# ---- controle_turno ----
==> controle_turno/registers.png <==
The bar under the picture is 20 um long. Other sequential cells in the stronger gray, the rest of the logic in the fainter gray.
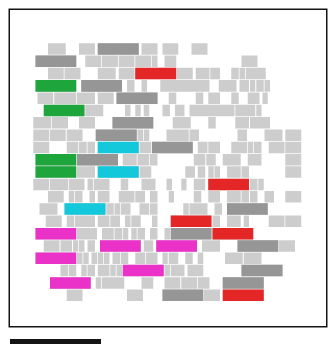
==> controle_turno/met4.png <==
The bar under the picture is 20 um long.
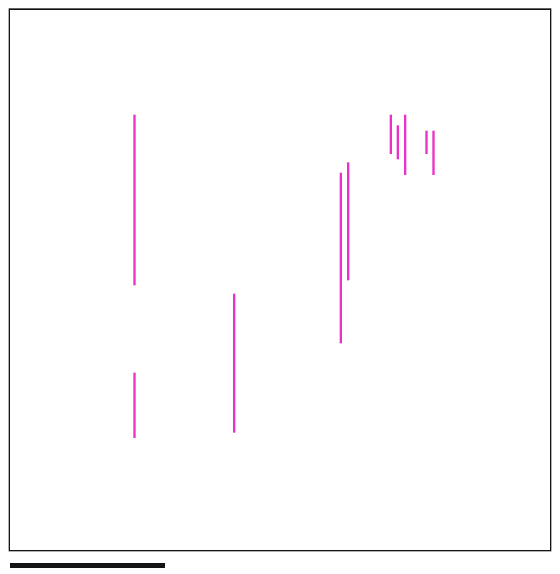
--- config.mk ---
export PLATFORM = sky130hd
export DESIGN_NAME = controle_turno
export DESIGN_NICKNAME = d
export VERILOG_FILES = /design/src/rtl/controle_turno_pkg.sv /design/src/rtl/historico_tiros.sv /design/src/rtl/controle_turno.sv
export SDC_FILE = /design/constraint.sdc
export NUM_CORES = 1
export LEC_CHECK = 0
export ABC_CLOCK_PERIOD_IN_PS = 3850
export CORE_MARGIN = 5
export CORE_UTILIZATION = 50
export CTS_CLUSTER_DIAMETER = 80
export DETAILED_ROUTE_END_ITERATION = 16
export GPL_ROUTABILITY_DRIVEN = 1
export HOLD_SLACK_MARGIN = 0.08
export PLACE_DENSITY = 0.8
export SLEW_MARGIN = 20
export SYNTH_ARGS = -nofsm -noshare
export SYNTH_HDL_FRONTEND = slang
export SYNTH_SLANG_ARGS = --single-unit
--- constraint.sdc ---
create_clock -name clk -period 3.85 [get_ports clk]
set_input_delay 0.385 -clock clk [delete_from_list [all_inputs] [get_ports clk]]
set_output_delay 0.385 -clock clk [all_outputs]
set_load 0.01 [all_outputs]
--- src/rtl/controle_turno_pkg.sv ---
// Shared definitions for the turn controller: FSM encoding, player indices, parameter defaults.
package controle_turno_pkg;

    typedef enum logic [2:0] {
        OCIOSO,
        AGUARDA_TIRO,
        DISPARA,
        AGUARDA_COL,
        RESULTADO,
        FIM
    } estado_t;

    localparam logic JOGADOR_0 = 1'b0;
    localparam logic JOGADOR_1 = 1'b1;

    localparam int TOTAL_PECAS_PADRAO    = 17;
    localparam int TIMEOUT_CICLOS_PADRAO = 32;

endpackage

--- src/rtl/historico_tiros.sv ---
// Per-player already-fired bitmap (256 cells indexed {y,x}); only built with CONTROLE_TURNO_HIST_EN.
// Lookup is combinational on the query coordinates; marking happens one cycle per shot.
`ifdef CONTROLE_TURNO_HIST_EN
module historico_tiros (
    input  logic       clk,
    input  logic       reset,
    input  logic       clear,
    input  logic       mark,
    input  logic       jogador,
    input  logic [3:0] mark_x,
    input  logic [3:0] mark_y,
    input  logic [3:0] cons_x,
    input  logic [3:0] cons_y,
    output logic       ja_atirado
);
    logic [255:0] mapa_p0;
    logic [255:0] mapa_p1;

    always_ff @(posedge clk or posedge reset) begin
        if (reset) begin
            mapa_p0 <= '0;
            mapa_p1 <= '0;
        end else if (clear) begin
            mapa_p0 <= '0;
            mapa_p1 <= '0;
        end else if (mark) begin
            if (jogador) mapa_p1[{mark_y, mark_x}] <= 1'b1;
            else         mapa_p0[{mark_y, mark_x}] <= 1'b1;
        end
    end

    assign ja_atirado = jogador ? mapa_p1[{cons_y, cons_x}] : mapa_p0[{cons_y, cons_x}];

endmodule
`endif

--- src/rtl/controle_turno.sv ---
// Two-player turn controller: serialises shots through an external collision checker and keeps score.
// Define CONTROLE_TURNO_HIST_EN to reject repeat coordinates per player (historico_tiros).
module controle_turno
    import controle_turno_pkg::*;
#(
    parameter int TOTAL_PECAS    = TOTAL_PECAS_PADRAO,
    parameter int TIMEOUT_CICLOS = TIMEOUT_CICLOS_PADRAO
) (
    input  logic       clk,
    input  logic       reset,
    input  logic       start,
    input  logic       tiro_valid,
    input  logic [3:0] x,
    input  logic [3:0] y,
    output logic       tiro_ready,
    output logic       col_enable,
    output logic       col_jogador,
    output logic [3:0] col_x,
    output logic [3:0] col_y,
    input  logic       col_ready,
    input  logic       col_hit,
    output logic       jogador_atual,
    output logic       resultado_valid,
    output logic       resultado_hit,
    output logic       erro,
    output logic [4:0] acertos_p0,
    output logic [4:0] acertos_p1,
    output logic       fim_jogo,
    output logic       vencedor
);
    localparam int            EW            = $clog2(TIMEOUT_CICLOS + 1);
    localparam logic [4:0]    TOTAL_W       = 5'(TOTAL_PECAS);
    localparam logic [EW-1:0] ULTIMA_ESPERA = EW'(TIMEOUT_CICLOS - 1);

    estado_t       estado, estado_prox;
    logic [EW-1:0] espera;
    logic          hit_reg;
    logic          repetido;
    logic          aceita_start;
    logic          col_amostra;
    logic          estouro;
    logic          fim_agora;
    logic [4:0]    cont_atual;
    logic [4:0]    cont_novo;

    assign aceita_start = start && (estado == OCIOSO || estado == FIM);
    // espera==0 is the first AGUARDA_COL cycle, where col_ready is not trusted yet
    assign col_amostra  = (estado == AGUARDA_COL) && (espera != '0) && col_ready;
    assign estouro      = (estado == AGUARDA_COL) && !col_amostra && (espera == ULTIMA_ESPERA);
    assign cont_atual   = (jogador_atual == JOGADOR_1) ? acertos_p1 : acertos_p0;
    assign cont_novo    = (hit_reg && cont_atual < TOTAL_W) ? cont_atual + 5'd1 : cont_atual;
    assign fim_agora    = (cont_novo == TOTAL_W);

`ifdef CONTROLE_TURNO_HIST_EN
    historico_tiros u_hist (
        .clk        (clk),
        .reset      (reset),
        .clear      (aceita_start),
        .mark       (estado == DISPARA),
        .jogador    (jogador_atual),
        .mark_x     (col_x),
        .mark_y     (col_y),
        .cons_x     (x),
        .cons_y     (y),
        .ja_atirado (repetido)
    );
`else
    assign repetido = 1'b0;
`endif

    always_comb begin
        estado_prox     = estado;
        tiro_ready      = 1'b0;
        col_enable      = 1'b0;
        col_jogador     = 1'b0;
        resultado_valid = 1'b0;
        resultado_hit   = 1'b0;
        case (estado)
            OCIOSO, FIM: if (start) estado_prox = AGUARDA_TIRO;
            AGUARDA_TIRO: begin
                tiro_ready = 1'b1;
                if (tiro_valid && !repetido) estado_prox = DISPARA;
            end
            DISPARA: begin
                col_enable  = 1'b1;
                col_jogador = jogador_atual;
                estado_prox = AGUARDA_COL;
            end
            AGUARDA_COL: begin
                col_enable  = 1'b1;
                col_jogador = jogador_atual;
                if (col_amostra || estouro) estado_prox = RESULTADO;
            end
            RESULTADO: begin
                resultado_valid = 1'b1;
                resultado_hit   = hit_reg;
                estado_prox     = fim_agora ? FIM : AGUARDA_TIRO;
            end
            default: estado_prox = OCIOSO;
        endcase
    end

    always_ff @(posedge clk or posedge reset) begin
        if (reset) begin
            estado        <= OCIOSO;
            espera        <= '0;
            hit_reg       <= 1'b0;
            col_x         <= '0;
            col_y         <= '0;
            jogador_atual <= JOGADOR_0;
            erro          <= 1'b0;
            acertos_p0    <= '0;
            acertos_p1    <= '0;
            fim_jogo      <= 1'b0;
            vencedor      <= 1'b0;
        end else begin
            estado <= estado_prox;
            erro   <= 1'b0;
            case (estado)
                OCIOSO, FIM: if (start) begin
                    acertos_p0    <= '0;
                    acertos_p1    <= '0;
                    fim_jogo      <= 1'b0;
                    vencedor      <= 1'b0;
                    jogador_atual <= JOGADOR_0;
                end
                AGUARDA_TIRO: if (tiro_valid) begin
                    if (repetido) begin
                        erro <= 1'b1;
                    end else begin
                        col_x <= x;
                        col_y <= y;
                    end
                end
                DISPARA: espera <= '0;
                AGUARDA_COL: begin
                    espera <= espera + 1'b1;
                    if (col_amostra) begin
                        hit_reg <= col_hit;
                    end else if (estouro) begin
                        hit_reg <= 1'b0;
                        erro    <= 1'b1;
                    end
                end
                RESULTADO: begin
                    if (jogador_atual == JOGADOR_1) acertos_p1 <= cont_novo;
                    else                            acertos_p0 <= cont_novo;
                    if (fim_agora) begin
                        fim_jogo <= 1'b1;
                        vencedor <= jogador_atual;
                    end else if (!hit_reg) begin
                        jogador_atual <= ~jogador_atual;
                    end
                end
                default: ;
            endcase
        end
    end

endmodule

==> notes.md <==
Synthesis and place-and-route results.

- The run finished with clean final reports.
- For this design the top-level I/O count stands at slightly above 40.
- The final antenna-violating net count is 0.
- The fraction of synthesis flops using an asynchronous set or reset pin is 100%.
- The largest single stage delay on the critical path is around 800 ps.
- For this design, the sink count on the clock tree is 32.
- In the per-layer summary, the met1 wirelength comes to approximately 1800 um.
- The post-cts sizing count is 0.
- Dividing the synthesized area by the synthesized cell count gives 9.61 sq um.
- For the final database, setup skew stands at 20.9 ps.
- Setup repair after global routing left no endpoint under its margin.
- The total number of multi-input combinational cells is between 100 and 150.
- The synthesis run shows multiplexers occupying between 10% and 20% of the cell area.
- For reference, full adder, half adder and majority cells occupy under 10% of the area reported after synthesis.
- STA classifies the critical path startpoint as a flop.
- The die is 69.8 um tall.
- The standard-cell row count is 21.
- The critical path is of the reg -> reg type.
- In the layout the commonest cells are sky130_fd_sc_hd__clkdlybuf4s50_1 (40), sky130_fd_sc_hd__dfrtp_1 (32), sky130_fd_sc_hd__nand2_1 (24), sky130_fd_sc_hd__mux2_2 (15), sky130_fd_sc_hd__o21ai_0 (13).
- Of the total standard cell area in the layout, the sequential portion is between 30% and 40%.
- The number of antenna diodes in the final layout is 0.
- The final weighted congestion recorded by global placement is 0.925.
- In this run, the synthesized area fraction spent on xor and xnor cells is recorded as 0%.
- The number of placed instances with taps included is ~270.
- The report puts the cell count of the worst reg-to-reg path at 6.
- The dominant combinational cell family by area after synthesis is AND-OR/OR-AND gates.
- The final instance count without filler cells is around 270.
- All stages included, the depth of the critical timing path comes to 6.
- The total of warnings raised by yosys is 0.
- The prevailing post-synth register cell is sky130_fd_sc_hd__dfrtp_1.
- The cell type taking the most area is multi-input combinational cells.
- The met2 global-route usage is 33.5%.
- The count of buffer and inverter cells on the critical path is 0.
- The pin count of the biggest net entering global routing is 33.
- The OpenROAD report gives the critical path a data arrival time of approximately 3000 ps.
- The OpenROAD warning count is 27.
- The logic gate fraction of the total cell area is between 30% and 40%.
- The maximum fanout count along the critical path is 23.
- STA lists the startpoint of the worst register-to-register path as jogador_atual.
- The final timing report gives a worst setup slack of approximately 1100 ps.
- The post-detailed-placement cell area is between 0.002 and 0.0025 sq mm.
- The detailed router used layers up to and including met4.
- The horizontal die dimension reported for this design is roughly 70 um.
- The transition time recorded at the tightest slew-check pin is roughly 670 ps.
- At floorplan, the net count of the design was reported as between 200 and 250.
- met2 is the most crowded layer.
- Yosys stat counts approximately 190 cells in the synthesized netlist.
- Before placement the cells fill 52.8% of the core.
- The register clock-pin slew on the reported worst setup and hold paths is roughly 120 ps.
- The number of clock buffer instances in the layout is 7.
- The worst ir drop on vdd is approximately 0.42 mV.
- Note that the worst hold path type here is in -> async.
- The core region is about 0.0034 sq mm.
- The cell-mix breakdown from Yosys lists the compound-gate area share as ~20%.
- The max capacitance violation total is 0.
- In the synthesized netlist, the cells that appear most often are sky130_fd_sc_hd__dfrtp_1 (32), sky130_fd_sc_hd__nand2_1 (24), sky130_fd_sc_hd__mux2_2 (15).
- Global routing used 19.0% of the available tracks across all layers.
- The data required time at the worst endpoint is 4080 ps.
## Picture notes: controle_turno/registers.png
Key: `col_y` = green [flops 4, where left middle]; `estado` = cyan [flops 3]; `espera` = magenta [flops 6]; `acertos_p0` = red [flops 5]
register cell area after layout: 801 sq um
power consumed by sequential cells: 586 uW
utilization after layout: 68.3%

## Picture notes: controle_turno/met4.png
The layer holds 2.4% of the routed length. The longest straight run is 21.8 um.
Routed Wire Length: 4610 um
DR vias: 1677

==> power by group through the flow <==
| stage | clock network [mW] | registers (mW) | logic, mW |
|---|---|---|---|
| CTS | 0.297 | 0.584 | 0.668 |
| global placement | 0 | 0.582 | 0.636 |
| detailed placement | 0 | 0.590 | 0.663 |
| finish | 0.291 | 0.586 | 0.667 |
| floorplan | 0 | 0.551 | 0.416 |
| global route | 0.314 | 0.601 | 0.729 |

# ---- hazard_ctrl ----
===== src/rtl/hazard_pkg.sv =====
// ============================================================================
//  Module      : hazard_pkg
//  Description : Shared widths, constants and busy-FSM encoding for hazard_ctrl.
//  Revision    : 1.0 - initial release
// ============================================================================
`default_nettype none

package hazard_pkg;

    localparam int unsigned c_TUSE_W = 2;

    // A tuse of 3 marks a source operand the instruction never reads.
    localparam logic [c_TUSE_W-1:0] TUSE_NONE = 2'd3;

    localparam int unsigned c_MULT_CYC_DEF = 5;
    localparam int unsigned c_DIV_CYC_DEF  = 10;

    localparam int unsigned c_ST_W    = 1;
    localparam logic [c_ST_W-1:0] c_ST_IDLE = 1'b0;
    localparam logic [c_ST_W-1:0] c_ST_BUSY = 1'b1;

endpackage

`default_nettype wire


===== src/rtl/md_busy_fsm.sv =====
// ============================================================================
//  Module      : md_busy_fsm
//  Description : HI/LO busy tracker; counts down the mult/div latency after issue.
//  Revision    : 1.0 - initial release
// ============================================================================
`default_nettype none

module md_busy_fsm
    import hazard_pkg::*;
#(
    parameter int unsigned MULT_CYC = c_MULT_CYC_DEF,
    parameter int unsigned DIV_CYC  = c_DIV_CYC_DEF
) (
    input  logic clk,
    input  logic clr,
    input  logic e_start,
    input  logic e_div,
    output logic md_busy
);

    localparam int unsigned c_MAX_CYC = (MULT_CYC > DIV_CYC) ? MULT_CYC : DIV_CYC;
    localparam int unsigned c_CNT_W   = $clog2(c_MAX_CYC) + 1;

    localparam logic [c_CNT_W-1:0] c_MULT_LD = c_CNT_W'(MULT_CYC);
    localparam logic [c_CNT_W-1:0] c_DIV_LD  = c_CNT_W'(DIV_CYC);
    localparam logic [c_CNT_W-1:0] c_ONE     = c_CNT_W'(1);

    logic [c_ST_W-1:0]  r_state;
    logic [c_ST_W-1:0]  w_state_nxt;
    logic [c_CNT_W-1:0] r_cnt;
    logic [c_CNT_W-1:0] w_cnt_nxt;

    always_ff @(posedge clk) begin
        if (clr) begin
            r_state <= c_ST_IDLE;
            r_cnt   <= '0;
        end else begin
            r_state <= w_state_nxt;
            r_cnt   <= w_cnt_nxt;
        end
    end

    // New issues are only accepted from IDLE; a start seen while BUSY is dropped.
    always_comb begin
        w_state_nxt = r_state;
        w_cnt_nxt   = r_cnt;
        case (r_state)
            c_ST_IDLE: begin
                if (e_start) begin
                    w_state_nxt = c_ST_BUSY;
                    w_cnt_nxt   = e_div ? c_DIV_LD : c_MULT_LD;
                end
            end
            c_ST_BUSY: begin
                w_cnt_nxt = r_cnt - c_ONE;
                if (r_cnt == c_ONE) begin
                    w_state_nxt = c_ST_IDLE;
                end
            end
            default: begin
                w_state_nxt = c_ST_IDLE;
                w_cnt_nxt   = '0;
            end
        endcase
    end

    assign md_busy = (r_state == c_ST_BUSY);

endmodule

`default_nettype wire


===== src/rtl/hazard_ctrl.sv =====
// ============================================================================
//  Module      : hazard_ctrl
//  Description : Pipeline stall unit (tuse/tnew + HI/LO busy); optional stall
//                performance counter enabled by macro HAZ_PERF_CNT_EN.
//  Revision    : 1.0 - initial release
// ============================================================================
`default_nettype none

module hazard_ctrl
    import hazard_pkg::*;
#(
    parameter int unsigned MULT_CYC = c_MULT_CYC_DEF,
    parameter int unsigned DIV_CYC  = c_DIV_CYC_DEF
) (
    input  logic                clk,
    input  logic                clr,
    input  logic [4:0]          d_rs,
    input  logic [4:0]          d_rt,
    input  logic [c_TUSE_W-1:0] d_tuse_rs,
    input  logic [c_TUSE_W-1:0] d_tuse_rt,
    input  logic                d_md,
    input  logic [4:0]          e_wa,
    input  logic [4:0]          m_wa,
    input  logic [c_TUSE_W-1:0] e_tnew,
    input  logic [c_TUSE_W-1:0] m_tnew,
    input  logic                e_start,
    input  logic                e_div,
    output logic                pc_en,
    output logic                fd_en,
    output logic                de_clr,
    output logic                md_busy,
    output logic [31:0]         stall_cnt
);

    logic w_e_hit_rs, w_m_hit_rs, w_e_hit_rt, w_m_hit_rt;
    logic w_rs_stall, w_rt_stall, w_md_stall, w_stall;

    // A producer still too far from its result for the consumer's deadline forces a stall.
    assign w_e_hit_rs = (e_wa == d_rs) && (e_wa != 5'd0) && (e_tnew > d_tuse_rs);
    assign w_m_hit_rs = (m_wa == d_rs) && (m_wa != 5'd0) && (m_tnew > d_tuse_rs);
    assign w_e_hit_rt = (e_wa == d_rt) && (e_wa != 5'd0) && (e_tnew > d_tuse_rt);
    assign w_m_hit_rt = (m_wa == d_rt) && (m_wa != 5'd0) && (m_tnew > d_tuse_rt);

    assign w_rs_stall = (d_tuse_rs != TUSE_NONE) && (w_e_hit_rs || w_m_hit_rs);
    assign w_rt_stall = (d_tuse_rt != TUSE_NONE) && (w_e_hit_rt || w_m_hit_rt);
    assign w_md_stall = d_md && (md_busy || e_start);
    assign w_stall    = w_rs_stall || w_rt_stall || w_md_stall;

    assign pc_en  = ~w_stall;
    assign fd_en  = ~w_stall;
    assign de_clr = w_stall;

    md_busy_fsm #(
        .MULT_CYC (MULT_CYC),
        .DIV_CYC  (DIV_CYC)
    ) u_md_busy_fsm (
        .clk     (clk),
        .clr     (clr),
        .e_start (e_start),
        .e_div   (e_div),
        .md_busy (md_busy)
    );

`ifdef HAZ_PERF_CNT_EN
    logic [31:0] r_stall_cnt;

    always_ff @(posedge clk) begin
        if (clr) begin
            r_stall_cnt <= 32'h0;
        end else if (w_stall) begin
            r_stall_cnt <= r_stall_cnt + 32'h1;
        end
    end

    assign stall_cnt = r_stall_cnt;
`else
    assign stall_cnt = 32'h0;
`endif

endmodule

`default_nettype wire


===== config.mk =====
export PLATFORM = sky130hd
export DESIGN_NAME = hazard_ctrl
export DESIGN_NICKNAME = d
export VERILOG_FILES = /design/src/rtl/hazard_pkg.sv /design/src/rtl/md_busy_fsm.sv /design/src/rtl/hazard_ctrl.sv
export SDC_FILE = /design/constraint.sdc
export NUM_CORES = 1
export LEC_CHECK = 0
export CAP_MARGIN = 20
export CORE_MARGIN = 1.5
export CORE_UTILIZATION = 36
export DETAILED_ROUTE_END_ITERATION = 12
export PLACE_DENSITY = 0.8
export SLEW_MARGIN = 20
export SYNTH_ARGS = -nofsm -noshare
export SYNTH_HDL_FRONTEND = slang
export SYNTH_SLANG_ARGS = --single-unit

===== constraint.sdc =====
create_clock -name clk -period 2.2 [get_ports clk]
set_input_delay 0.44 -clock clk [delete_from_list [all_inputs] [get_ports clk]]
set_output_delay 0.44 -clock clk [all_outputs]
set_load 0.03 [all_outputs]

==> hazard_ctrl/metal_stack.png <==
Two of the layers only.
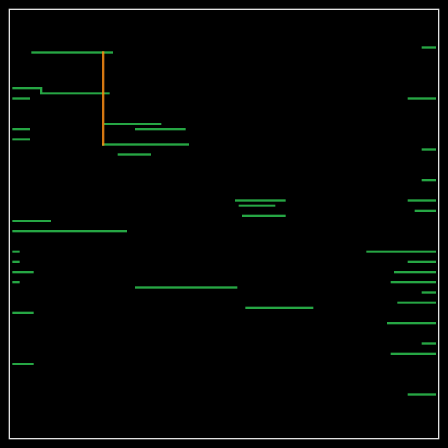
Key: met3 = green [wire length 189 um]; met4 = orange [wire length 12.2 um]

==> hazard_ctrl/drive_strength.png <==
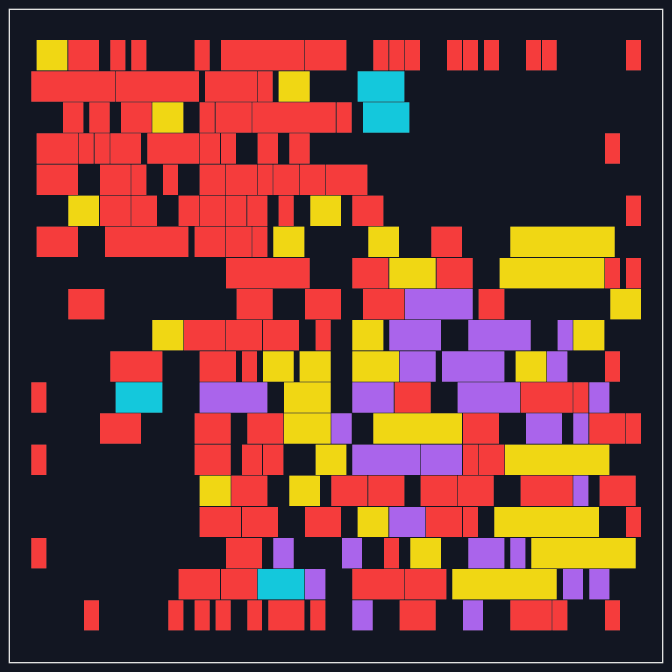
Key: drive 6 and up = cyan [cells 4, most used buf_6]; drive 3 to 4 = yellow [cells 30, most used buf_4]; drive 1 or less = red [cells 126, most used conb_1]; drive 2 = purple [cells 27, most used buf_2]
Final Instance Area: 0.00157 sq mm
Signal buffers: 51
growth of design area from synthesis to finish: 49.9%
final critical-path setup slack: -120 ps

==> notes.md <==
Synthesis and place-and-route results.

- The final period demand of the worst path is between 2000 and 2500 ps.
- The worst hold path begins at u_md_busy_fsm.r_cnt[4].
- The average routed wire per standard cell is about 12 um.
- In this run switching power makes up ~44% of total power.
- For met3 alone, demand over resource in global routing was between 4 and 5%.
- The OpenROAD warning count is 30.
- The top achievable clock speed is roughly 0.43 GHz.
- The critical path in the final layout is reported with a setup slack of -120 ps.
- The first global-routing pass estimated 4090 um of wire.
- IR analysis of the VDD net gives a maximum drop of 0.493 mV.
- By count the netlist is led by sky130_fd_sc_hd__buf_4 (33), sky130_fd_sc_hd__xnor2_1 (14), sky130_fd_sc_hd__ha_1 (10).
- Looking at the global route congestion table, the highest-usage layer is met2.
- The area share of the largest cell type after synthesis is 23.6%.
- In the finished design, the share of the clock period the worst path needs comes to 105%.
- TritonCTS reports the number of clock sinks as 6.
- The type of the setup path with the least slack is in -> out.
- The power report attributes to the combinational group a share of between 60% and 70%.
- The family with the most delay on the worst path is simple AND/OR/NAND/NOR gates.
- The total routing usage reported by global routing is between 10% and 20%.
- The met2 global-route usage is between 20% and 30%.
- The clock network fraction of total power is between 10% and 20%.
- The number of I/O pins is approximately 69.
- Sequential cells consume a total of around 130 uW.
- The data required time at the worst endpoint is 1760 ps.
- The power report lists the clock group at approximately 110 uW.
- The number of global-route vias before repair came to around 960.
- Power attributed to combinational cells is roughly 360 uW.
- Looking at the post-CTS report, the setup buffer insertion count equals 0.
- In this run the standard cell core region covers approximately 0.0028 sq mm.
- For this run, the detailed router reports a per-instance via density of about 4.7.
- The chip occupies ~0.0032 sq mm.
- The wire length recorded after detailed routing is 2530 um.
- The worst clock skew on the final layout is around 0.52 ps.
- After legalization and detailed placement, the total HPWL measured 2020 um.
- The dominant combinational cell family by area after synthesis is buffers and inverters.
- The critical path launch point is m_wa[2].
- met1 track demand over resource after global routing is a little under a fifth.
- The root buffer cell chosen for the clock tree is sky130_fd_sc_hd__clkbuf_4.
- The most frequently used cell type in the post-synthesis netlist is sky130_fd_sc_hd__buf_4.
- The count of endpoints failing setup in the final report is 3.
- In the power breakdown, the biggest contributor is combinational logic.
- The worst register-to-register path ends at u_md_busy_fsm.r_cnt[4].
- No sink is reached through more buffers than the 2 on the longest clock path.
- The floorplan step set the die width to approximately 57 um.
- The flow ran to the end, but the final reports show violations.
- The maximum single-stage delay on the critical path is ~530 ps.
- The cell type that accounts for the most area after synthesis is sky130_fd_sc_hd__buf_4.
- The total grt overflow is 0.
- Together, buffers and inverters on the worst path number 2.
- The floorplan step records an initial core utilization of about two fifths.
- The H-tree depth is 1.
- The register with the most flip-flops is u_md_busy_fsm.r_cnt.
- For this design, the CTS-stage hold fixing added 0 buffers.
- The switching power is 263 uW.
- Nets still carrying antenna violations after routing amount to 0.
- The main area contributors are sky130_fd_sc_hd__buf_4 (24%), sky130_fd_sc_hd__ha_1 (12%), sky130_fd_sc_hd__xnor2_1 (12%), sky130_fd_sc_hd__dfxtp_1 (11%), sky130_fd_sc_hd__xor2_1 (5.0%).
- The mapped netlist covers roughly 0.0010 sq mm.
- The startpoint type of the worst setup path is an input pin.
- The sequential group share of total power is 21.6%.
- The share of the Yosys chip area taken by registers is 11.4%.
- Per the timing report, the biggest fanout along the worst path comes to 2.
- The run reported a max-capacitance violation count of 0.
- The count of TritonRoute iterations in the first routing pass is 4.
- The static leakage is ~0.69 nW.
- The count of distinct cell types in the synthesized netlist is 31.
- The total design power is between 500 and 600 uW.
- The post-route netlist has around a third of its cells at a drive strength greater than 1.
- In this run, the synthesized area fraction spent on xor and xnor cells is recorded as 16.7%.
- The checks that failed: setup timing.
[final cells by class]
class                           instances  area, sq um
Clock buffer                            3         22.5
Fill cell                             264         1180
Inverter                                9         33.8
Multi-Input combinational cell        118          938
Sequential cell                         6          120
Tap cell                               31         38.8
Timing Repair Buffer                   51          420
[metrics by stage]
step	worst slack [ps]	TNS [ps]	instance area, sq um	std cells	hold slack (ps)
after CTS	-140	-331	1530	217	476
after detailed placement	-528	-1520	1410	214	469
after floorplan	-168	-307	1170	167	444
final	-120	-274	1570	218	474
after global routing	-174	-433	1570	218	495
after global placement	-475	-1370	1410	214	463

# ---- debounced_input_port ----
## src/rtl/dip_pkg.sv

```systemverilog
// Shared constants for the debounced input port: register word offsets and bus width.
package dip_pkg;
    localparam int BUS_W = 32;

    localparam logic [1:0] ADDR_DATA    = 2'd0;
    localparam logic [1:0] ADDR_RAW     = 2'd1;
    localparam logic [1:0] ADDR_IRQMASK = 2'd2;
    localparam logic [1:0] ADDR_EDGECAP = 2'd3;
endpackage

```

## src/rtl/debounce_channel.sv

```systemverilog
// One input channel: 2-FF synchroniser, polarity normalisation, hold-time
// debounce counter and a one-cycle delayed copy of the clean value for
// rising-edge detection.
module debounce_channel #(
    parameter int   DEBOUNCE_CYCLES = 50000,
    parameter logic INVERT          = 1'b1
) (
    input  logic clk,
    input  logic reset,
    input  logic pad,
    output logic logical,
    output logic stable,
    output logic rise
);
    localparam int CNT_W = $clog2(DEBOUNCE_CYCLES);
    localparam logic [CNT_W-1:0] CNT_LAST = CNT_W'(DEBOUNCE_CYCLES - 1);

    logic             sync_p0;
    logic             sync_p1;
    logic [CNT_W-1:0] count;
    logic             stable_d;

    // Synchroniser resets to the inactive pad level so the logical value starts at 0
    always_ff @(posedge clk) begin
        if (reset) begin
            sync_p0 <= INVERT;
            sync_p1 <= INVERT;
        end else begin
            sync_p0 <= pad;
            sync_p1 <= sync_p0;
        end
    end

    assign logical = sync_p1 ^ INVERT;

    // A change is accepted only after it has held for DEBOUNCE_CYCLES consecutive clocks
    always_ff @(posedge clk) begin
        if (reset) begin
            count    <= '0;
            stable   <= 1'b0;
            stable_d <= 1'b0;
        end else begin
            stable_d <= stable;
            if (logical == stable) begin
                count <= '0;
            end else if (count == CNT_LAST) begin
                stable <= logical;
                count  <= '0;
            end else begin
                count <= count + 1'b1;
            end
        end
    end

    assign rise = stable & ~stable_d;
endmodule

```

## src/rtl/debounced_input_port.sv

```systemverilog
// PIO-compatible Avalon-MM slave for debounced switch/pushbutton inputs with
// per-channel rising-edge capture and a maskable level interrupt.
module debounced_input_port
    import dip_pkg::*;
#(
    parameter int               WIDTH           = 4,
    parameter int               DEBOUNCE_CYCLES = 50000,
    parameter logic [WIDTH-1:0] INVERT_MASK     = 'hF
) (
    input  logic             clk,
    input  logic             reset,
    input  logic [WIDTH-1:0] in_raw,
    input  logic [1:0]       address,
    input  logic             chipselect,
    input  logic             read,
    input  logic             write,
    input  logic [BUS_W-1:0] writedata,
    output logic [BUS_W-1:0] readdata,
    output logic             irq
);
    logic [WIDTH-1:0] logical;
    logic [WIDTH-1:0] stable;
    logic [WIDTH-1:0] rise;
    logic [WIDTH-1:0] irqmask;
    logic [WIDTH-1:0] edgecapture;
    logic [WIDTH-1:0] w1c;
    logic [BUS_W-1:0] rd_mux;
    logic             wr_en;
    logic             rd_en;

    for (genvar i = 0; i < WIDTH; i++) begin : g_ch
        debounce_channel #(
            .DEBOUNCE_CYCLES(DEBOUNCE_CYCLES),
            .INVERT         (INVERT_MASK[i])
        ) u_ch (
            .clk    (clk),
            .reset  (reset),
            .pad    (in_raw[i]),
            .logical(logical[i]),
            .stable (stable[i]),
            .rise   (rise[i])
        );
    end

    // Upper write-data bits have no storage behind them
    if (WIDTH < BUS_W) begin : g_wdata_hi
        logic unused_wdata_hi;
        assign unused_wdata_hi = ^writedata[BUS_W-1:WIDTH];
    end

    assign wr_en = chipselect & write;
    assign rd_en = chipselect & read;
    assign w1c   = (wr_en && address == ADDR_EDGECAP) ? writedata[WIDTH-1:0] : '0;

    // Interrupt mask register
    always_ff @(posedge clk) begin
        if (reset) begin
            irqmask <= '0;
        end else if (wr_en && address == ADDR_IRQMASK) begin
            irqmask <= writedata[WIDTH-1:0];
        end
    end

    // Edge capture: a new rise overrides a same-cycle write-1-to-clear
    always_ff @(posedge clk) begin
        if (reset) begin
            edgecapture <= '0;
        end else begin
            edgecapture <= (edgecapture & ~w1c) | rise;
        end
    end

    // Read mux, zero-extended to the bus width
    always_comb begin
        rd_mux = '0;
        case (address)
            ADDR_DATA:    rd_mux[WIDTH-1:0] = stable;
            ADDR_RAW:     rd_mux[WIDTH-1:0] = logical;
            ADDR_IRQMASK: rd_mux[WIDTH-1:0] = irqmask;
            default:      rd_mux[WIDTH-1:0] = edgecapture;
        endcase
    end

    // Registered read data with one-cycle latency; holds between reads
    always_ff @(posedge clk) begin
        if (reset) begin
            readdata <= '0;
        end else if (rd_en) begin
            readdata <= rd_mux;
        end
    end

    assign irq = |(edgecapture & irqmask);
endmodule

```

## config.mk

```make
export PLATFORM = sky130hd
export DESIGN_NAME = debounced_input_port
export DESIGN_NICKNAME = d
export VERILOG_FILES = /design/src/rtl/dip_pkg.sv /design/src/rtl/debounce_channel.sv /design/src/rtl/debounced_input_port.sv
export SDC_FILE = /design/constraint.sdc
export NUM_CORES = 1
export LEC_CHECK = 0
export CORE_MARGIN = 1.5
export CORE_UTILIZATION = 49
export DETAILED_ROUTE_END_ITERATION = 7
export PLACE_DENSITY = 0.76
export SYNTH_ARGS = -nofsm -noshare
export SYNTH_HDL_FRONTEND = slang
export SYNTH_SLANG_ARGS = --single-unit
```

## constraint.sdc

```tcl
create_clock -name clk -period 2.2 [get_ports clk]
set_clock_uncertainty 0.05 [all_clocks]
set_input_delay 0.44 -clock clk [delete_from_list [all_inputs] [get_ports clk]]
set_output_delay 0.44 -clock clk [all_outputs]
set_load 0.01 [all_outputs]
```

==> debounced_input_port/gate_families.png <==
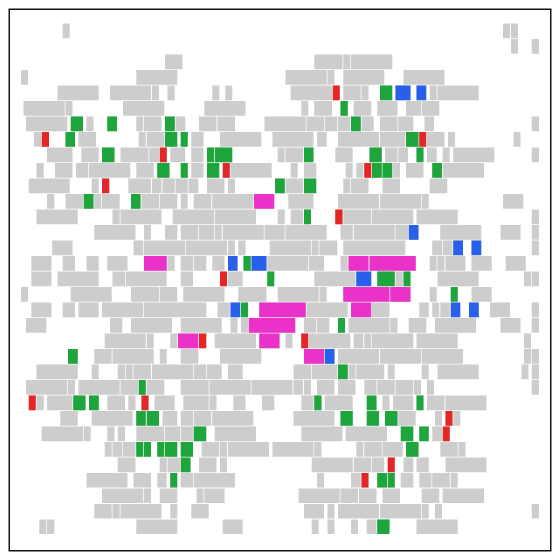
Key: inverters = red [cells 17]; multiplexers = magenta [cells 12, where middle]; NAND gates = green [cells 61]; inverting AOI/OAI gates = blue [cells 12]
non-filler instance count after layout: 592
most common library cell in the layout ignoring fill and taps: sky130_fd_sc_hd__dfxtp_1
multi-input logic portion of the cell area: 44.9%

==> notes.md <==
Synthesis and place-and-route results.

- The power report lists the sequential group at approximately 1.7 mW.
- Summing all placed instances gives a cell area of between 0.004 and 0.005 sq mm.
- The total design power is a little over 3 mW.
- The run finished with clean final reports.
- The total CTS buffers is 9.
- After detailed placement, the design holds a cell count of between 500 and 600.
- Recorded from the global router log, the overflow total was 0.
- The maximum fanout count along the critical path is 3.
- For this run, the chip area from Yosys synthesis comes to between 0.004 and 0.005 sq mm.
- Yosys reports that the most numerous cell types are sky130_fd_sc_hd__dfxtp_1 (92), sky130_fd_sc_hd__nor2_1 (88), sky130_fd_sc_hd__xnor2_1 (49).
- The total of warnings raised by yosys is 0.
- The post-cts sizing count is 0.
- The worst setup path is launched from a flop.
- The part of the Yosys area used for sequential elements is between 40% and 50%.
- The library cells used most frequently in the layout, excluding fill and tap cells, are sky130_fd_sc_hd__dfxtp_1 (92), sky130_fd_sc_hd__nor2_1 (88), sky130_fd_sc_hd__xnor2_1 (49), sky130_fd_sc_hd__conb_1 (28).
- The global routing report lists met1 layer usage as 22.5%.
- The final layout net count is around 530.
- The cell-mix breakdown from Yosys lists the adder-cell area share as approximately 1.2%.
- The final max-slew violation count recorded for this run is 0.
- Ranked by total cell area, the synthesized netlist is headed by sky130_fd_sc_hd__dfxtp_1 (45%), sky130_fd_sc_hd__xnor2_1 (10%), sky130_fd_sc_hd__nor2_1 (8.0%), sky130_fd_sc_hd__buf_4 (5.1%), sky130_fd_sc_hd__nand4_1 (3.0%).
- The finished layout reports a core utilization of between 50% and 60%.
- The global-route wire length before repair is around 12000 um.
- Of all flip-flops after synthesis, the portion carrying an async set or reset was 0%.
- RePlAce ended its routability-driven mode at a weighted congestion of about 0.86.
- In the Yosys stats the netlist draws on 36 distinct library cells.
- The xor/xnor cell area share of the yosys netlist is between 10% and 20%.
- The power report lists the combinational group at between 100 and 150 uW.
- The slack of the worst reg-to-reg path is slightly above 300 ps.
- The number of synthesized flops with an enable pin is 0.
- The number of I/O port buffers is 19.
- The violation tally recorded at the end of detailed-routing iteration 0 is around 110.
- The DRC violation count after routing is 0.
- The post-CTS hold buffer count recorded in the log is 0.
- The largest single stage delay on the critical path is around 500 ps.
- The highest routing layer actually used is met4.
- The flop and latch count out of synthesis is between 90 and 100.
- The sequential group share of total power is roughly 56%.
- The floorplan report gives the top-level pin count as between 70 and 80.
- According to the dpl log, the detail-placed design has an HPWL of a little over 5000 um.
- The worst ir drop on vdd is 0.488 mV.
- g_ch.u_ch.count holds more flip-flops than any other register.
- After layout, the worst setup slack is about 180 ps.
- The worst endpoint data arrival time is approximately 1500 ps.
- The top achievable clock speed is just under 0.5 GHz.
- The clock root buffer master is sky130_fd_sc_hd__clkbuf_8.
- The type of element capturing the critical path is a primary output.
- The family with the most delay on the worst path is buffers and inverters.
- The final antenna-violating net count is 0.
- The relative slew slack is between 60% and 70%.
## worst paths after layout
| check | from | end | cells past startpoint |
|---|---|---|---|
| min reg2reg | g_ch[0].u_ch.sync_p0 | g_ch[0].u_ch.sync_p1 | 1 |
| max reg2reg | g_ch[0].u_ch.count[11] | g_ch[0].u_ch.count[5] | 5 |
| max | irqmask[1] | irq | 3 |
| min | g_ch[0].u_ch.sync_p0 | g_ch[0].u_ch.sync_p1 | 1 |
## layout make-up
class,count,area share [%]
repair buffers,26,5.37
flip-flops and latches,92,40.7
well taps,105,2.91
multi-input cells,337,44.9
inverters,17,1.41
clock buffers,9,2.74
clock inverters,6,1.94

# ---- gerenciador_de_posicionamento ----
==> gerenciador_de_posicionamento/registers.png <==
The bar under the picture is 20 um long. Other sequential cells in the stronger gray, the rest of the logic in the fainter gray.
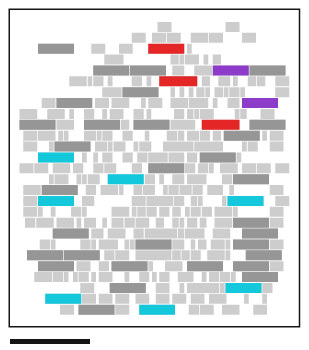
==> gerenciador_de_posicionamento/final_congestion.png <==
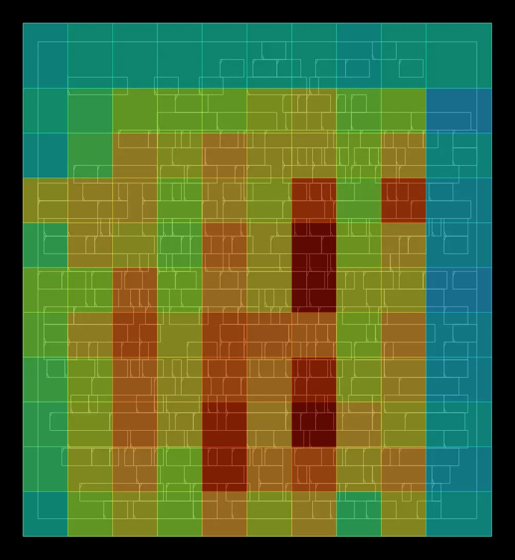
**src/rtl/gerenciador_de_posicionamento.sv**
```systemverilog
// Ship placement manager: builds the 5x7 ship map one confirmed cell at a time.
// Optional macro REMOVER_CELULA_EN lets a confirm on an occupied cell remove it.
module gerenciador_de_posicionamento #(
  parameter int NUM_CELULAS = 5
) (
  input  logic       clock,
  input  logic       reset,
  input  logic [2:0] coordColuna,
  input  logic [2:0] coordLinha,
  input  logic       enable,
  input  logic       confirmar,
  output logic [6:0] mapa0,
  output logic [6:0] mapa1,
  output logic [6:0] mapa2,
  output logic [6:0] mapa3,
  output logic [6:0] mapa4,
  output logic       LED_R,
  output logic       LED_G,
  output logic       LED_B,
  output logic       pronto,
  output logic [2:0] restantes
);

  typedef enum logic [1:0] {
    OCIOSO,
    POSICIONANDO,
    PRONTO
  } estado_t;

  localparam logic [2:0] TOTAL = 3'(NUM_CELULAS);

  estado_t         estado, estado_n;
  logic [4:0][6:0] mapa, mapa_n;
  logic            led_r_n, led_g_n;
  logic [2:0]      rest_n;
  logic            confirmar_q;
  logic            evento;
  logic            valido;
  logic            ocupado;
  logic [6:0]      linha_oh;
  logic [6:0]      col_atual;

  assign evento   = confirmar & ~confirmar_q;
  assign valido   = (coordColuna <= 3'd4) && (coordLinha <= 3'd6);
  assign linha_oh = 7'b1 << coordLinha;
  assign ocupado  = valido && |(col_atual & linha_oh);

  always_comb begin
    col_atual = '0;
    for (int c = 0; c < 5; c++)
      if (coordColuna == 3'(c)) col_atual = mapa[c];
  end

  always_comb begin
    estado_n = estado;
    mapa_n   = mapa;
    led_r_n  = LED_R;
    led_g_n  = LED_G;
    rest_n   = restantes;
    unique case (estado)
      OCIOSO: begin
        mapa_n  = '0;
        led_r_n = 1'b0;
        led_g_n = 1'b0;
        rest_n  = TOTAL;
        if (enable) estado_n = POSICIONANDO;
      end
      POSICIONANDO: begin
        // enable dropping beats a simultaneous event
        if (!enable) begin
          estado_n = OCIOSO;
          mapa_n   = '0;
          led_r_n  = 1'b0;
          led_g_n  = 1'b0;
          rest_n   = TOTAL;
        end else if (evento) begin
          if (!valido) begin
            led_r_n = 1'b1;
            led_g_n = 1'b0;
          end else if (ocupado) begin
`ifdef REMOVER_CELULA_EN
            for (int c = 0; c < 5; c++)
              if (coordColuna == 3'(c)) mapa_n[c] = mapa[c] & ~linha_oh;
            rest_n  = restantes + 3'd1;
            led_r_n = 1'b1;
            led_g_n = 1'b1;
`else
            led_r_n = 1'b1;
            led_g_n = 1'b0;
`endif
          end else begin
            for (int c = 0; c < 5; c++)
              if (coordColuna == 3'(c)) mapa_n[c] = mapa[c] | linha_oh;
            rest_n  = restantes - 3'd1;
            led_r_n = 1'b0;
            led_g_n = 1'b1;
            if (restantes == 3'd1) begin
              estado_n = PRONTO;
              led_r_n  = 1'b0;
              led_g_n  = 1'b0;
            end
          end
        end
      end
      PRONTO: begin
        led_r_n = 1'b0;
        led_g_n = 1'b0;
      end
      default: estado_n = OCIOSO;
    endcase
  end

  always_ff @(posedge clock or posedge reset) begin
    if (reset) begin
      estado      <= OCIOSO;
      mapa        <= '0;
      LED_R       <= 1'b0;
      LED_G       <= 1'b0;
      restantes   <= TOTAL;
      confirmar_q <= 1'b0;
    end else begin
      estado      <= estado_n;
      mapa        <= mapa_n;
      LED_R       <= led_r_n;
      LED_G       <= led_g_n;
      restantes   <= rest_n;
      confirmar_q <= confirmar;
    end
  end

  assign pronto = (estado == PRONTO);
  assign LED_B  = (estado == PRONTO);
  assign mapa0  = mapa[0];
  assign mapa1  = mapa[1];
  assign mapa2  = mapa[2];
  assign mapa3  = mapa[3];
  assign mapa4  = mapa[4];

endmodule

```
**config.mk**
```make
export PLATFORM = sky130hd
export DESIGN_NAME = gerenciador_de_posicionamento
export DESIGN_NICKNAME = d
export VERILOG_FILES = /design/src/rtl/gerenciador_de_posicionamento.sv
export SDC_FILE = /design/constraint.sdc
export NUM_CORES = 1
export LEC_CHECK = 0
export ABC_CLOCK_PERIOD_IN_PS = 2500
export CORE_ASPECT_RATIO = 1.1
export CORE_MARGIN = 2
export CORE_UTILIZATION = 45
export DETAILED_ROUTE_END_ITERATION = 10
export HOLD_SLACK_MARGIN = 0.12
export PLACE_DENSITY = 0.77
export SYNTH_ARGS = -nofsm -noshare
export SYNTH_HDL_FRONTEND = slang
export SYNTH_SLANG_ARGS = --single-unit
```
**constraint.sdc**
```tcl
create_clock -name clock -period 2.5 [get_ports clock]
set_clock_uncertainty 0.1 [all_clocks]
set_input_delay 0.25 -clock clock [delete_from_list [all_inputs] [get_ports clock]]
set_output_delay 0.25 -clock clock [all_outputs]
set_load 0.005 [all_outputs]
```
==> notes.md <==
Synthesis and place-and-route results.

- The post-synth count of flops with an enable pin is 0.
- The number of antenna violations at the first check in global routing is 0.
- The simple-gate area share of the yosys netlist is 19.3%.
- In the log, the iteration count for the first detailed-route pass is 4.
- In the per-layer summary, the met1 wirelength comes to about 2800 um.
- Summing the areas of all fa, ha and maj instances in the mapped netlist gives 1.09% of the synthesized area.
- The initial DRC count is 215.
- Buffers inserted during clock tree synthesis total 5.
- STA lists the startpoint of the worst register-to-register path as mapa3[1].
- The highest-delay cell along the critical path is sky130_fd_sc_hd__mux4_2.
- The die covers approximately 0.0057 sq mm.
- Detailed placement reports a standard cell area of a little over 0.003 sq mm.
- Warnings reported by Yosys during synthesis add up to 0.
- CTS saw approximately 43 sinks.
- The synthesis run shows multiplexers occupying about 4.6% of the cell area.
- Looking at the max-slew report, the worst-margin pin has a slew of around 560 ps.
- In this design, the largest share of critical-path delay is due to simple AND/OR/NAND/NOR gates.
- The finished layout holds about 360 standard cells, fillers aside.
- In the placement report, post-DP HPWL is listed as about 4200 um.
- For reference, the top cells by count after synthesis are sky130_fd_sc_hd__nand2_1 (43), sky130_fd_sc_hd__dfrtp_1 (41), sky130_fd_sc_hd__o31ai_1 (20).
- The worst register-to-register path ends at restantes[0].
- The first global-routing pass estimated approximately 9900 um of wire.
- The number of signal-net inverters in the final layout is 10.
- In the global route stage, met1 resource usage came out at ~30%.
- Setup repair after global routing left no endpoint under its margin.
- The most used logic cell in the final layout is sky130_fd_sc_hd__clkdlybuf4s50_1.
- The layout cell share with drive strength beyond 1 is a little under a quarter.
- The script logs the mean routed wire length per placed instance as between 15 and 20 um.
- For this design, Yosys synthesis ends with a cell count of roughly 230.
- The number of ordinary and repair buffers in the finished layout is between 80 and 90.
- The part of the Yosys area used for sequential elements is between 40 and 50%.
- The cell count after synthesis is 227.
- The chip area from the yosys synthesis statistics is about 0.0023 sq mm.
- Power spread over the standard cell area amounts to between 400 and 500 mW/mm^2.
- Per the OpenROAD power report, leakage power amounts to around 1.4 nW.
- Per the gpl log, the routability congestion estimate is just over 0.8.
- The clock passes through at most 2 buffers.
- In this build the clock could be raised as far as between 0.4 and 0.5 GHz.
- The synthesis report gives the async set-or-reset register share as 100%.
- In this run the number of H-tree levels came out at 2.
- The maximum single-stage delay on the critical path is around 480 ps.
- The global routing usage on met3 is 4.70%.
- Overall routing resource usage recorded by global route was 22.7%.
- The dominant combinational cell family by area after synthesis is AND-OR/OR-AND gates.
- The synthesized area per cell is between 10 and 15 sq um.
- The floorplan step records an initial core utilization of between 40 and 50%.
- The worst setup path is launched from a flop.
- The number of global-route vias before repair is roughly 2000.
- All stages included, the depth of the critical timing path comes to 7.
- Among all cell types in the netlist, the one instantiated most often is sky130_fd_sc_hd__nand2_1.
- The cell type taking the most area is multi-input combinational cells.
- The number of tap instances is just under 60.
- Max-slew check failures listed in the final report amount to 0.
- The number of I/O pins is between 50 and 60.
- The flop and latch count out of synthesis is between 40 and 50.
- The type of the setup path with the least slack is reg -> reg.
- The worst endpoint data arrival time is between 2000 and 2500 ps.
- Summing internal, switching and leakage power gives between 1 and 1.5 mW.
- The via count is between 2000 and 2500.
- The run finished with clean final reports.
- The highest routing layer actually used is met4.
- The area share of buffers outside the clock network is about 24%.
- In the layout the commonest cells are sky130_fd_sc_hd__clkdlybuf4s50_1 (48), sky130_fd_sc_hd__nand2_1 (43), sky130_fd_sc_hd__dfrtp_1 (41), sky130_fd_sc_hd__buf_4 (27), sky130_fd_sc_hd__o31ai_2 (19).
- The CTS tree is yes.
- After floorplanning, the core was sized to cover just under 0.005 sq mm.
- The register clock-pin slew on the reported worst setup and hold paths is around 80 ps.
- By area the synthesized netlist is led by sky130_fd_sc_hd__dfrtp_1 (45%), sky130_fd_sc_hd__o31ai_2 (8.1%), sky130_fd_sc_hd__nand2_1 (7.0%), sky130_fd_sc_hd__o31ai_1 (6.5%), sky130_fd_sc_hd__nor2_1 (2.6%).
- The post-cts sizing count is 1.
## Picture notes: gerenciador_de_posicionamento/registers.png
Key: `estado` = purple [flops 2]; `mapa2` = cyan [flops 7]; `restantes` = red [flops 3]
share of cell area taken by flip-flops and latches: 33.6%
utilization after layout: 64.6%

## Picture notes: gerenciador_de_posicionamento/final_congestion.png
grt peak-use layer: met2
GR met2 Demand/Resource: 36.4%

==> where the power goes <==
group	internal [mW]	switching, mW	total (mW)
Sequential	0.707	0.0102	0.717
Combinational	0.0837	0.109	0.193
Clock	0.252	0.244	0.497
Total	1.04	0.364	1.41
==> metrics by stage <==
stage,setup slack (ps),hold slack (ps)
after floorplan,352,181
after global placement,-237,390
after detailed placement,-301,400
after CTS,2.65,318
after global routing,103,346
final,176,282


==> gallery <==
Signal wires by layer.
Two of the layers only.
picture 1
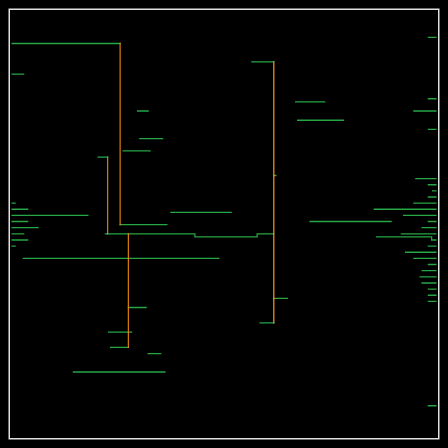
picture 2
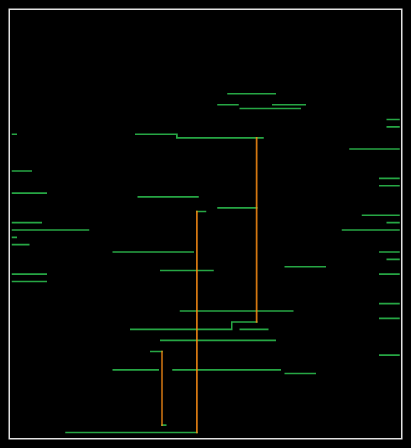
picture 3
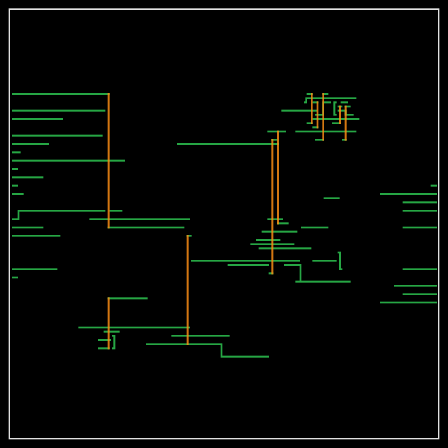
- gerenciador_de_posicionamento = picture 2
- debounced_input_port = picture 1
- controle_turno = picture 3
- least wire: picture 3

Key to picture 2:
Key: met4 = orange [wire length 88.4 um]; met3 = green [wire length 342 um]

Power and IR drop assume default switching activity.
